# ---- block 1 ----
Figure 1. Placed standard cells (block 1).
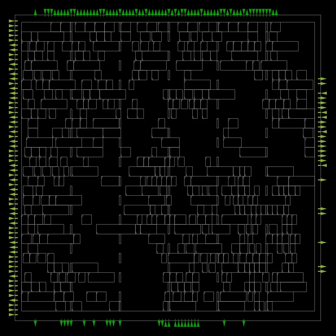

--- src/rtl/fp_accum.sv ---
// Single-precision stream accumulator wrapped around an external combinational FP adder.
// Optional build macro FP_ACCUM_ZERO_SKIP_EN keeps zero/denormal samples out of the adder.
module fp_accum #(
  parameter int unsigned CNT_W = 8
) (
  input  logic             i_clk,
  input  logic             i_rst_n,
  input  logic             i_start,
  input  logic [CNT_W-1:0] i_len,
  input  logic             i_valid,
  output logic             o_ready,
  input  logic [31:0]      i_data,
  output logic [31:0]      o_add_a,
  output logic [31:0]      o_add_b,
  input  logic [31:0]      i_add_result,
  output logic             o_valid,
  input  logic             i_ready,
  output logic [31:0]      o_result,
  output logic [CNT_W-1:0] o_count,
  output logic             o_busy
);

  typedef enum logic [1:0] {StIdle, StLoad, StAcc, StDone} state_e;

  state_e           state_q, state_d;
  logic [31:0]      acc_q, acc_d;
  logic [CNT_W-1:0] count_q, count_d;
  logic [CNT_W-1:0] len_q, len_d;

`ifdef FP_ACCUM_ZERO_SKIP_EN
  logic zero_q, zero_d;
  logic data_zero;
  assign data_zero = (i_data[30:23] == 8'h00);
`endif

  always_comb begin
    state_d = state_q;
    acc_d   = acc_q;
    count_d = count_q;
    len_d   = len_q;
`ifdef FP_ACCUM_ZERO_SKIP_EN
    zero_d  = zero_q;
`endif
    unique case (state_q)
      StIdle: begin
        if (i_start) begin
          count_d = '0;
`ifdef FP_ACCUM_ZERO_SKIP_EN
          zero_d  = 1'b0;
`endif
          if (i_len == '0) begin
            acc_d   = 32'h0000_0000;
            state_d = StDone;
          end else begin
            len_d   = i_len;
            state_d = StLoad;
          end
        end
      end
      StLoad: begin
        if (i_valid) begin
          // First sample seeds the accumulator directly; the adder output is ignored.
          acc_d   = i_data;
          count_d = CNT_W'(1);
`ifdef FP_ACCUM_ZERO_SKIP_EN
          zero_d  = data_zero;
`endif
          state_d = (len_q == CNT_W'(1)) ? StDone : StAcc;
        end
      end
      StAcc: begin
        if (i_valid) begin
          count_d = count_q + CNT_W'(1);
`ifdef FP_ACCUM_ZERO_SKIP_EN
          // A zero-exponent sample never reaches the adder; a zero acc is replaced, not summed.
          if (!data_zero) begin
            if (zero_q) begin
              acc_d  = i_data;
              zero_d = 1'b0;
            end else begin
              acc_d  = i_add_result;
            end
          end
`else
          acc_d   = i_add_result;
`endif
          if (count_d == len_q) state_d = StDone;
        end
      end
      StDone: begin
        if (i_ready) state_d = StIdle;
      end
      default: state_d = StIdle;
    endcase
  end

  always_ff @(posedge i_clk) begin
    if (!i_rst_n) begin
      state_q <= StIdle;
      acc_q   <= 32'h0000_0000;
      count_q <= '0;
      len_q   <= '0;
`ifdef FP_ACCUM_ZERO_SKIP_EN
      zero_q  <= 1'b0;
`endif
    end else begin
      state_q <= state_d;
      acc_q   <= acc_d;
      count_q <= count_d;
      len_q   <= len_d;
`ifdef FP_ACCUM_ZERO_SKIP_EN
      zero_q  <= zero_d;
`endif
    end
  end

  assign o_ready  = (state_q == StLoad) || (state_q == StAcc);
  assign o_valid  = (state_q == StDone);
  assign o_busy   = (state_q != StIdle);
  assign o_result = acc_q;
  assign o_add_a  = acc_q;
  assign o_add_b  = i_data;
  assign o_count  = count_q;

endmodule

--- config.mk ---
export PLATFORM = sky130hd
export DESIGN_NAME = fp_accum
export DESIGN_NICKNAME = d
export VERILOG_FILES = /design/src/rtl/fp_accum.sv
export SDC_FILE = /design/constraint.sdc
export NUM_CORES = 1
export LEC_CHECK = 0
export ABC_AREA = 1
export CAP_MARGIN = 20
export CORE_MARGIN = 1.5
export CORE_UTILIZATION = 44
export DETAILED_ROUTE_END_ITERATION = 10
export DONT_BUFFER_PORTS = 1
export GPL_ROUTABILITY_DRIVEN = 0
export GPL_TIMING_DRIVEN = 0
export PLACE_DENSITY = 0.69
export SLEW_MARGIN = 25
export SYNTH_ARGS = -nofsm -noshare
export SYNTH_HDL_FRONTEND = slang
export SYNTH_SLANG_ARGS = --single-unit
--- constraint.sdc ---
create_clock -name i_clk -period 3.87 [get_ports i_clk]
set_input_delay 0.387 -clock i_clk [delete_from_list [all_inputs] [get_ports i_clk]]
set_output_delay 0.387 -clock i_clk [all_outputs]
set_load 0.02 [all_outputs]
# ---- block 2 ----
==> config.mk <==
export PLATFORM = sky130hd
export DESIGN_NAME = expr_eval_flat
export DESIGN_NICKNAME = d
export VERILOG_FILES = /design/src/rtl/expr_eval_if.sv /design/src/rtl/expr_eval.sv /design/src/flat_wrapper.sv
export SDC_FILE = /design/constraint.sdc
export NUM_CORES = 1
export LEC_CHECK = 0
export ABC_AREA = 1
export CAP_MARGIN = 20
export CELL_PAD_IN_SITES_DETAIL_PLACEMENT = 1
export CELL_PAD_IN_SITES_GLOBAL_PLACEMENT = 1
export CORE_UTILIZATION = 41
export CTS_CLUSTER_DIAMETER = 120
export DETAILED_ROUTE_END_ITERATION = 7
export GPL_TIMING_DRIVEN = 1
export PLACE_DENSITY_LB_ADDON = 0.05
export RECOVER_POWER = 25
export SLEW_MARGIN = 20
export SYNTH_ARGS = -nofsm -noshare
export SYNTH_HDL_FRONTEND = slang
export SYNTH_SLANG_ARGS = --single-unit
==> constraint.sdc <==
create_clock -name clk -period 3.1 [get_ports clk]
set_input_delay 0.62 -clock clk [delete_from_list [all_inputs] [get_ports clk]]
set_output_delay 0.62 -clock clk [all_outputs]
set_load 0.05 [all_outputs]
==> src/rtl/expr_eval_if.sv <==
// Character stream in, evaluated result out, for the expression evaluator.
// The source drives through master; the evaluator uses slave.
interface expr_eval_if #(
    parameter int W = 16
);
    logic [7:0]   in;
    logic         in_valid;
    logic [W-1:0] result;
    logic         result_valid;
    logic         err;
    logic         ovf;

    modport master (
        output in, in_valid,
        input  result, result_valid, err, ovf
    );

    modport slave (
        input  in, in_valid,
        output result, result_valid, err, ovf
    );
endinterface

==> src/rtl/expr_eval.sv <==
// Evaluates "d{+|*}d...=" ASCII streams with '*' binding tighter than '+'.
// The result, error and wrap flags are registered and announced by a one-cycle result_valid pulse.
module expr_eval #(
    parameter int W = 16
) (
    input  logic      clk,
    input  logic      clr_n,
    expr_eval_if.slave bus
);
    typedef enum logic [1:0] {EXP_DIG, EXP_OP, ERR} state_t;

    state_t         state;
    logic [W-1:0]   sum;
    logic [W-1:0]   term;
    logic           mul_pend;
    logic           ovf_acc;

    logic           is_dig, is_add, is_mul, is_eq;
    logic [3:0]     dig;
    logic [2*W-1:0] mul_full;
    logic [W:0]     add_full;
    logic           finish;
    logic           fin_err;

    // NOTE: every always_comb output gets a default first, so no path can infer a latch.
    always_comb begin
        is_dig   = (bus.in >= 8'h30) && (bus.in <= 8'h39);
        is_add   = (bus.in == 8'h2b);
        is_mul   = (bus.in == 8'h2a);
        is_eq    = (bus.in == 8'h3d);
        dig      = 4'd0;
        if (is_dig)
            dig = 4'(bus.in - 8'h30);
        mul_full = {{W{1'b0}}, term} * {{(2*W-4){1'b0}}, dig};
        add_full = {1'b0, sum} + {1'b0, term};
        finish   = bus.in_valid && is_eq;
        // Only a completed operand (EXP_OP) ends a well-formed expression.
        fin_err  = (state != EXP_OP);
    end

    // NOTE: all state and registered outputs update with non-blocking assignments, so
    // every right-hand side below reads the value from before this clock edge.
    always_ff @(posedge clk or negedge clr_n) begin
        if (!clr_n) begin
            state            <= EXP_DIG;
            sum              <= '0;
            term             <= '0;
            mul_pend         <= 1'b0;
            ovf_acc          <= 1'b0;
            bus.result       <= '0;
            bus.result_valid <= 1'b0;
            bus.err          <= 1'b0;
            bus.ovf          <= 1'b0;
        end else begin
            bus.result_valid <= 1'b0;
            if (finish) begin
                bus.result_valid <= 1'b1;
                bus.err          <= fin_err;
                bus.result       <= fin_err ? '0   : add_full[W-1:0];
                bus.ovf          <= fin_err ? 1'b0 : (ovf_acc | add_full[W]);
                state            <= EXP_DIG;
                sum              <= '0;
                term             <= '0;
                mul_pend         <= 1'b0;
                ovf_acc          <= 1'b0;
            end else if (bus.in_valid) begin
                unique case (state)
                    EXP_DIG: begin
                        if (is_dig) begin
                            if (mul_pend) begin
                                term    <= mul_full[W-1:0];
                                ovf_acc <= ovf_acc | (|mul_full[2*W-1:W]);
                            end else begin
                                term <= {{(W-4){1'b0}}, dig};
                            end
                            mul_pend <= 1'b0;
                            state    <= EXP_OP;
                        end else begin
                            state <= ERR;
                        end
                    end
                    EXP_OP: begin
                        if (is_add) begin
                            sum     <= add_full[W-1:0];
                            ovf_acc <= ovf_acc | add_full[W];
                            term    <= '0;
                            state   <= EXP_DIG;
                        end else if (is_mul) begin
                            mul_pend <= 1'b1;
                            state    <= EXP_DIG;
                        end else begin
                            state <= ERR;
                        end
                    end
                    ERR:     state <= ERR;
                    default: state <= ERR;
                endcase
            end
        end
    end
endmodule

==> src/flat_wrapper.sv <==
// flat-port wrapper written by rule: the top's interface ports become plain ports
module expr_eval_flat 
#(
    parameter int W = 16
)
  (clk, clr_n, bus_in, bus_in_valid, bus_result, bus_result_valid, bus_err, bus_ovf);
  expr_eval_if #(.W(W)) bus_i ();
  input  logic clk;
  input  logic clr_n;
  input wire logic [$bits(bus_i.in)-1:0] bus_in;
  input wire logic [$bits(bus_i.in_valid)-1:0] bus_in_valid;
  output wire logic [$bits(bus_i.result)-1:0] bus_result;
  output wire logic [$bits(bus_i.result_valid)-1:0] bus_result_valid;
  output wire logic [$bits(bus_i.err)-1:0] bus_err;
  output wire logic [$bits(bus_i.ovf)-1:0] bus_ovf;
  assign bus_i.in = bus_in;
  assign bus_i.in_valid = bus_in_valid;
  assign bus_result = bus_i.result;
  assign bus_result_valid = bus_i.result_valid;
  assign bus_err = bus_i.err;
  assign bus_ovf = bus_i.ovf;
  expr_eval #(.W(W)) u_core (.clk(clk), .clr_n(clr_n), .bus(bus_i));
endmodule
# ---- block 3 ----
--- config.mk ---
export PLATFORM = sky130hd
export DESIGN_NAME = xadc_drp_scheduler
export DESIGN_NICKNAME = d
export VERILOG_FILES = /design/src/rtl/xadc_drp_scheduler.sv
export SDC_FILE = /design/constraint.sdc
export NUM_CORES = 1
export LEC_CHECK = 0
export CORE_UTILIZATION = 49
export CTS_CLUSTER_DIAMETER = 100
export DETAILED_ROUTE_END_ITERATION = 7
export GPL_TIMING_DRIVEN = 0
export PLACE_DENSITY = 0.75
export SLEW_MARGIN = 20
export SYNTH_ARGS = -nofsm -noshare
export SYNTH_HDL_FRONTEND = slang
export SYNTH_SLANG_ARGS = --single-unit
--- constraint.sdc ---
create_clock -name CLK100MHZ -period 2.4 [get_ports CLK100MHZ]
set_input_delay 0.36 -clock CLK100MHZ [delete_from_list [all_inputs] [get_ports CLK100MHZ]]
set_output_delay 0.36 -clock CLK100MHZ [all_outputs]
set_load 0.02 [all_outputs]
--- src/rtl/xadc_drp_scheduler.sv ---
// DRP read sequencer for the XADC wizard: scans the Pmod analog channels after each
// end-of-conversion into a cache, and serves single host reads in between scan reads.
//
//   state   | meaning
//   --------+------------------------------------------------------------
//   S_IDLE  | arbitrate: host read, next scan read, or start a pending scan
//   S_ISSUE | drp_den high for this one cycle, drp_daddr valid
//   S_WAIT  | wait for drp_drdy, abort after TIMEOUT cycles
module xadc_drp_scheduler #(
  parameter int NUM_CH  = 9,
  parameter int TIMEOUT = 255
) (
  input  logic        CLK100MHZ,
  input  logic        reset_in,
  input  logic        eoc_in,
  output logic [6:0]  drp_daddr,
  output logic        drp_den,
  output logic        drp_dwe,
  output logic [15:0] drp_di,
  input  logic [15:0] drp_do,
  input  logic        drp_drdy,
  input  logic        host_req,
  input  logic [6:0]  host_addr,
  output logic        host_ack,
  output logic [15:0] host_data,
  input  logic [3:0]  ch_sel,
  output logic [11:0] ch_value,
  output logic        sample_valid,
  output logic [3:0]  sample_ch,
  output logic [11:0] sample_data,
  output logic        timeout_err
);

  localparam int               CNT_W       = $clog2(TIMEOUT + 1);
  localparam logic [CNT_W-1:0] LP_CNT_LOAD = CNT_W'(TIMEOUT - 1);
  localparam logic [3:0]       LP_LAST_CH  = 4'(NUM_CH - 1);

  typedef enum logic [1:0] {S_IDLE, S_ISSUE, S_WAIT} state_t;

  state_t           r_state;
  logic             r_owner_host;
  logic             r_scan_pending;
  logic             r_scan_active;
  logic [3:0]       r_scan_idx;
  logic [CNT_W-1:0] r_cnt;
  logic [6:0]       r_daddr;
  logic             r_den;
  logic             r_host_ack;
  logic [15:0]      r_host_data;
  logic             r_sample_valid;
  logic [3:0]       r_sample_ch;
  logic [11:0]      r_sample_data;
  logic             r_timeout_err;
  logic [11:0]      r_ch_value;
  logic [11:0]      r_cache [NUM_CH];

  logic             w_scan_last;
  logic             w_ch_in_range;

  assign w_scan_last   = (r_scan_idx == LP_LAST_CH);
  assign w_ch_in_range = (ch_sel <= LP_LAST_CH);

  function automatic logic [6:0] f_scan_addr(input logic [3:0] idx);
    case (idx)
      4'd0:    f_scan_addr = 7'h14;
      4'd1:    f_scan_addr = 7'h15;
      4'd2:    f_scan_addr = 7'h16;
      4'd3:    f_scan_addr = 7'h17;
      4'd4:    f_scan_addr = 7'h1F;
      4'd5:    f_scan_addr = 7'h10;
      4'd6:    f_scan_addr = 7'h1C;
      4'd7:    f_scan_addr = 7'h1D;
      4'd8:    f_scan_addr = 7'h1E;
      default: f_scan_addr = 7'h14;
    endcase
  endfunction

  always_ff @(posedge CLK100MHZ) begin
    if (reset_in) begin
      r_state        <= S_IDLE;
      r_owner_host   <= 1'b0;
      r_scan_pending <= 1'b0;
      r_scan_active  <= 1'b0;
      r_scan_idx     <= '0;
      r_cnt          <= '0;
      r_daddr        <= '0;
      r_den          <= 1'b0;
      r_host_ack     <= 1'b0;
      r_host_data    <= '0;
      r_sample_valid <= 1'b0;
      r_sample_ch    <= '0;
      r_sample_data  <= '0;
      r_timeout_err  <= 1'b0;
      r_ch_value     <= '0;
      for (int i = 0; i < NUM_CH; i++) r_cache[i] <= '0;
    end else begin
      r_den          <= 1'b0;
      r_host_ack     <= 1'b0;
      r_sample_valid <= 1'b0;
      r_ch_value     <= w_ch_in_range ? r_cache[ch_sel] : '0;

      case (r_state)
        S_IDLE: begin
          // During the ack cycle the host may still be holding host_req for the read just served.
          if (host_req && !r_host_ack) begin
            r_owner_host <= 1'b1;
            r_daddr      <= host_addr;
            r_den        <= 1'b1;
            r_state      <= S_ISSUE;
          end else if (r_scan_active) begin
            r_owner_host <= 1'b0;
            r_daddr      <= f_scan_addr(r_scan_idx);
            r_den        <= 1'b1;
            r_state      <= S_ISSUE;
          end else if (r_scan_pending) begin
            r_scan_pending <= 1'b0;
            r_scan_active  <= 1'b1;
            r_scan_idx     <= '0;
          end
        end

        S_ISSUE: begin
          r_cnt   <= LP_CNT_LOAD;
          r_state <= S_WAIT;
        end

        S_WAIT: begin
          if (drp_drdy) begin
            r_state <= S_IDLE;
            if (r_owner_host) begin
              r_host_ack  <= 1'b1;
              r_host_data <= drp_do;
            end else begin
              r_cache[r_scan_idx] <= drp_do[15:4];
              r_sample_valid      <= 1'b1;
              r_sample_ch         <= r_scan_idx;
              r_sample_data       <= drp_do[15:4];
              if (w_scan_last) r_scan_active <= 1'b0;
              else             r_scan_idx    <= r_scan_idx + 4'd1;
            end
          end else if (r_cnt == '0) begin
            r_state       <= S_IDLE;
            r_timeout_err <= 1'b1;
            if (r_owner_host) begin
              r_host_ack  <= 1'b1;
              r_host_data <= '0;
            end else if (w_scan_last) begin
              r_scan_active <= 1'b0;
            end else begin
              r_scan_idx <= r_scan_idx + 4'd1;
            end
          end else begin
            r_cnt <= r_cnt - 1'b1;
          end
        end

        default: r_state <= S_IDLE;
      endcase

      // Placed last so an eoc in the same cycle a pending scan starts re-arms it.
      if (eoc_in) r_scan_pending <= 1'b1;
    end
  end

  assign drp_daddr    = r_daddr;
  assign drp_den      = r_den;
  assign drp_dwe      = 1'b0;
  assign drp_di       = 16'h0000;
  assign host_ack     = r_host_ack;
  assign host_data    = r_host_data;
  assign ch_value     = r_ch_value;
  assign sample_valid = r_sample_valid;
  assign sample_ch    = r_sample_ch;
  assign sample_data  = r_sample_data;
  assign timeout_err  = r_timeout_err;

endmodule

Figure 2. Metal layers overlaid (block 1).
Only two layers are drawn.
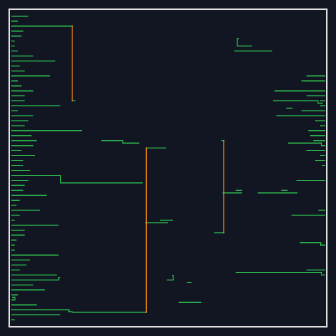
orange -> metal 4  # wire length 90.4 um
green -> metal 3  # wire length 615 um
Routed WL: 8695 um
GRT Overall Usage: 0.2242
drt wl/cell: 16.79 um
Vias: 2938

Figure 3. PDN straps and rails (block 1).
Bar = 20 um. Pins as bars on the die edge.
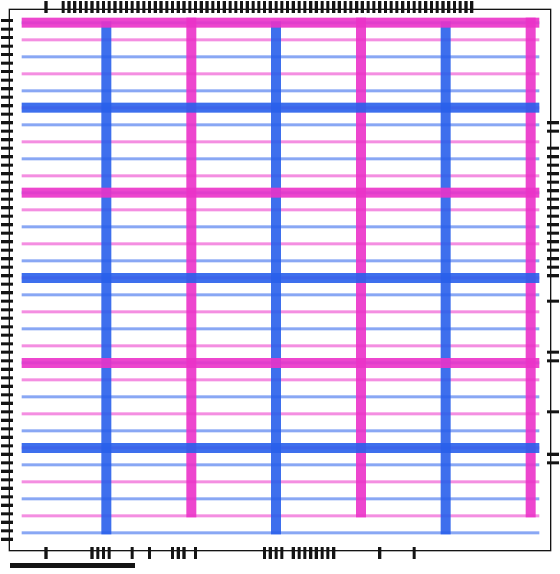
blue -> VSS
magenta -> VDD
met5 straps = 6
met1 rails = 31
signal pins = 184
core area: 6756 sq um
Max IR drop VDD: 0.0004108 V

About Figure 1:
fin cells: 518
final core occ: 0.4830
Fillers: 713
Rows: 30
Seq cells: 50

==> flow_metrics.env, block 1 <==
# implementation run metrics
export IMPL_comb_share=0.4183
export IMPL_clkbuf_count=7
export IMPL_ys_sh_adder=0.02865
export IMPL_antenna_cells=0
export IMPL_synth_cells=430
export IMPL_synth_flops=50
export IMPL_buffers=91
export IMPL_hold_ws_ns=0.2211
export IMPL_cts_root_buf="clkbuf_8"
export IMPL_crit_type="flip-flop to flip-flop"
export IMPL_status="complete, no violations"
export IMPL_p_clk_frac=0.126
export IMPL_aoi_share=0.1760
export IMPL_period_needed_ns=2.334
export IMPL_maxCapViolations=0
export IMPL_seq_power_w=0.000988
export IMPL_floorplanUtilization=0.4524
export IMPL_buf_share=0.1840
[block 1: Yosys cell counts, drive strengths merged]
cell	instances	area share
xnor2	1	0.0029
buf	75	0.18
dfxtp	50	0.33
nand3	83	0.14
a211oi	1	0.0025
o22ai	1	0.0041
nand4	2	0.0041
o21ai	42	0.070
nor2	22	0.029
ha	7	0.029
inv	24	0.029
nor4	2	0.0041
nand2	52	0.065
a31oi	32	0.065
clkbuf	16	0.021
o41ai	1	0.0029
a21oi	19	0.031
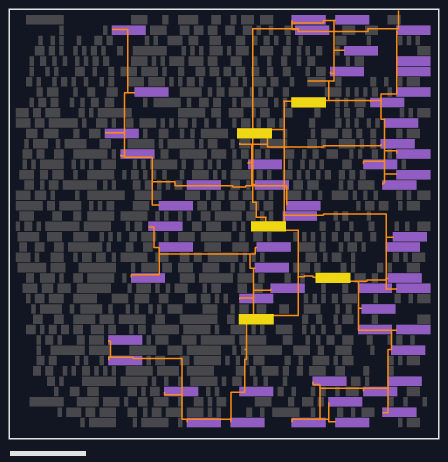
Figure 4: block 2, clock distribution.
Bar = 20 um.
orange -> clock wires  # length 824 um
purple -> flip-flops  # count 55
yellow -> clock drivers  # count 5
flops lie = all over the die
routed clock nets = 6
Latency at later pin: 0.30 ns
clk_skew: 0.008755 ns
clock share of power: 0.347
clock group total power: 0.000689 W

Figure 5. Metal layers overlaid (block 2).
Only two layers are drawn.
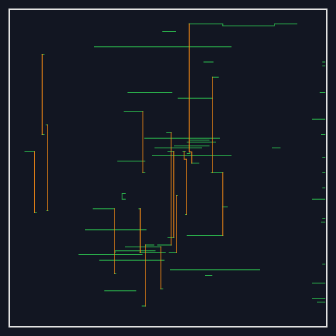
green -> metal 3  # wire length 485 um
orange -> metal 4  # wire length 400 um
Routed WL: 16970 um
GRT Overall Usage: 0.2821
Vias: 4913

==> flow_metrics.env, block 2 <==
# implementation run metrics
export IMPL_violations="max-capacitance violations, negative setup slack"
export IMPL_final_area_sq_um=7116
export IMPL_io_pins=30
export IMPL_num_rows=40
export IMPL_seq_power_w=0.000793
export IMPL_avgViaCountPerCell=5.249
export IMPL_seq_share=0.1934
export IMPL_route_detailed_drc=0
export IMPL_dr_wl_met2_um=9051
export IMPL_cts_tree="yes"
export IMPL_maxCapViolations=1
export IMPL_status="complete, but fails checks"
export IMPL_critPathMostFrequentCell="nand2_1"
export IMPL_worstPathRequired_ns=3.30
export IMPL_setup_ws_ns=-0.6513
export IMPL_core_sq_um=11960
export IMPL_comb_area_sq_um=3884
export IMPL_area_delta_synth_final_pct=41.50
export IMPL_antenna_cells=0
export IMPL_firstDrtPassIters=4
export IMPL_die_h_um=112.7
export IMPL_finalSetupViolCount=14
export IMPL_clk_path_buf_depth=2
==> block 2: worst min-delay path by stage <==
stage | cells after the start | slack [ns] | endpoint
floorplan | 0 | 0.32 | u_core.bus.err$_DFFE_PN0P_
global placement | 2 | 0.46 | u_core.bus.result[9]$_DFFE_PN0P_
detailed placement | 2 | 0.47 | u_core.bus.result[9]$_DFFE_PN0P_
CTS | 1 | 0.35 | u_core.bus.result[0]$_DFFE_PN0P_
global route | 2 | 0.52 | u_core.bus.result[15]$_DFFE_PN0P_
finish | 2 | 0.48 | u_core.bus.result[9]$_DFFE_PN0P_
Figure 6. PDN straps and rails (block 3).
Bar = 50 um. Pins as bars on the die edge.
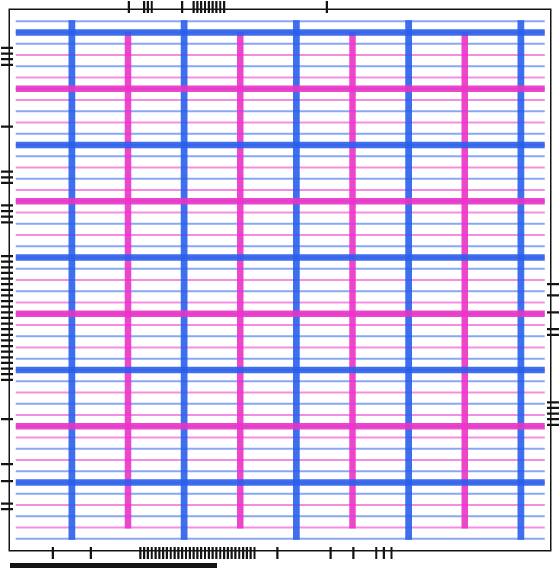
magenta -> VDD
blue -> VSS
rows = 46
met5 straps = 9
met1 rails = 47
met4 straps = 9

==> flow_metrics.env, block 3 <==
# implementation run metrics
export IMPL_startpoint_type="flip-flop"
export IMPL_maxCapViolations=0
export IMPL_p_sw_frac=0.2376
export IMPL_fillers=1223
export IMPL_min_from="ch_sel[2]"
export IMPL_highest_layer="met4"
export IMPL_floorplanUtilization=0.5061
export IMPL_tns_ns=0
export IMPL_rsz0062_at_grt="yes"
export IMPL_synth_area_sq_um=8098
export IMPL_drv_slew=0
export IMPL_firstDrtPassIters=5
export IMPL_synth_top_cell_by_count="edfxtp_1"
export IMPL_pg_clk_w=0.00292
export IMPL_buf_share=0.1287
export IMPL_path_cells="nor4_4 > a21oi_4 > nor3_4 > xnor2_2 > and2_4 > buf_4 > ha_1 > a211o_2 > a21oi_2"
export IMPL_pre_cts_ws_ns=-0.6991
export IMPL_hold_ws_ns=0.3639
export IMPL_dp_cells=993
export IMPL_status="complete, no violations"
export IMPL_min_path_cells=3
export IMPL_whs_endpoint="ch_value[10]$_SDFF_PP0_"
export IMPL_internal_power_w=0.005578
export IMPL_clock_area_frac=0.06185
export IMPL_slowest_delay_ns=0.45
export IMPL_flop_cell="edfxtp_1"
export IMPL_crit_type="flip-flop to flip-flop"
export IMPL_comb_share=0.3102
export IMPL_setup_worst_path_start="r_cnt[6]$_SDFFE_PP0P_"
export IMPL_vdd_drop_max_v=0.0005821
export IMPL_period_needed_ns=2.297
export IMPL_topCellsByArea="edfxtp_1 (40%), dfxtp_1 (19%), and3_1 (7.6%), mux4_2 (6.7%), nand2_1 (2.7%)"
==> block 3: cells by family (layout without fill, tap and decap cells) <==
| logic type | Yosys count | after routing | synth area share |
|---|---|---|---|
| muxes | 38 | 38 | 0.08405 |
| xor gates and xnor gates | 8 | 8 | 0.008652 |
| buffers and inverters | 88 | 214 | 0.05006 |
| DFF | 184 | 184 | 0.5884 |
| adders and majority gates | 8 | 8 | 0.01236 |
| AOI/OAI and AO/OA | 86 | 86 | 0.07540 |
| other | 1 | 17 | 0.0004631 |
| and+or+nand+nor | 265 | 265 | 0.1806 |

==> layout pictures side by side <==
Placed cells, one color a class.
image #1
Bar = 20 um.
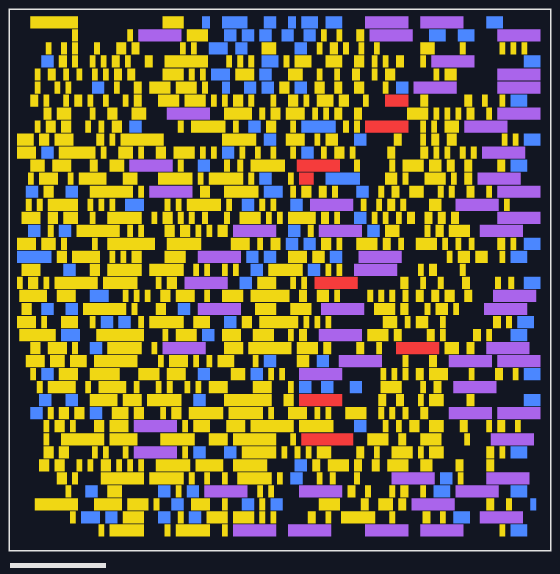
image #2
Bar = 20 um.
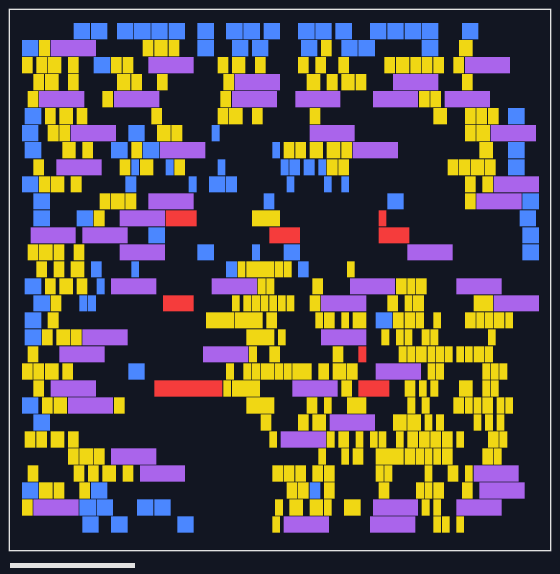
image #3
Bar = 50 um.
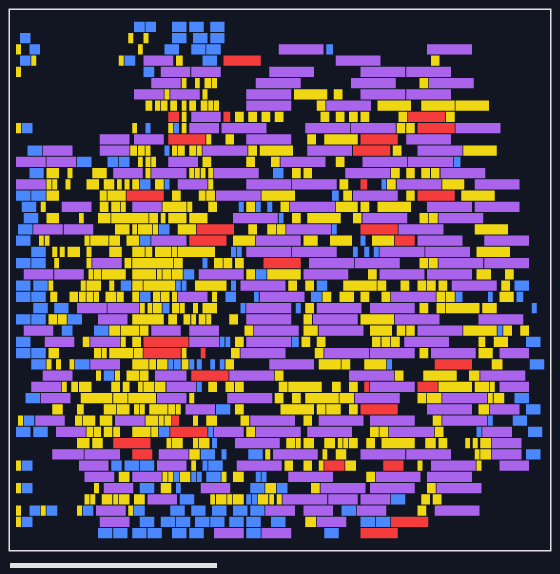
- most sequential cells: image #3
block 2: image #1
block 3: image #3
block 1: image #2

Key to image #1:
blue -> other buffers and delay cells  # cells 116
purple -> flops  # cells 55
red -> clock drivers and dummy loads  # cells 8
yellow -> combinational and other logic  # cells 610


Power and IR drop assume default switching activity.
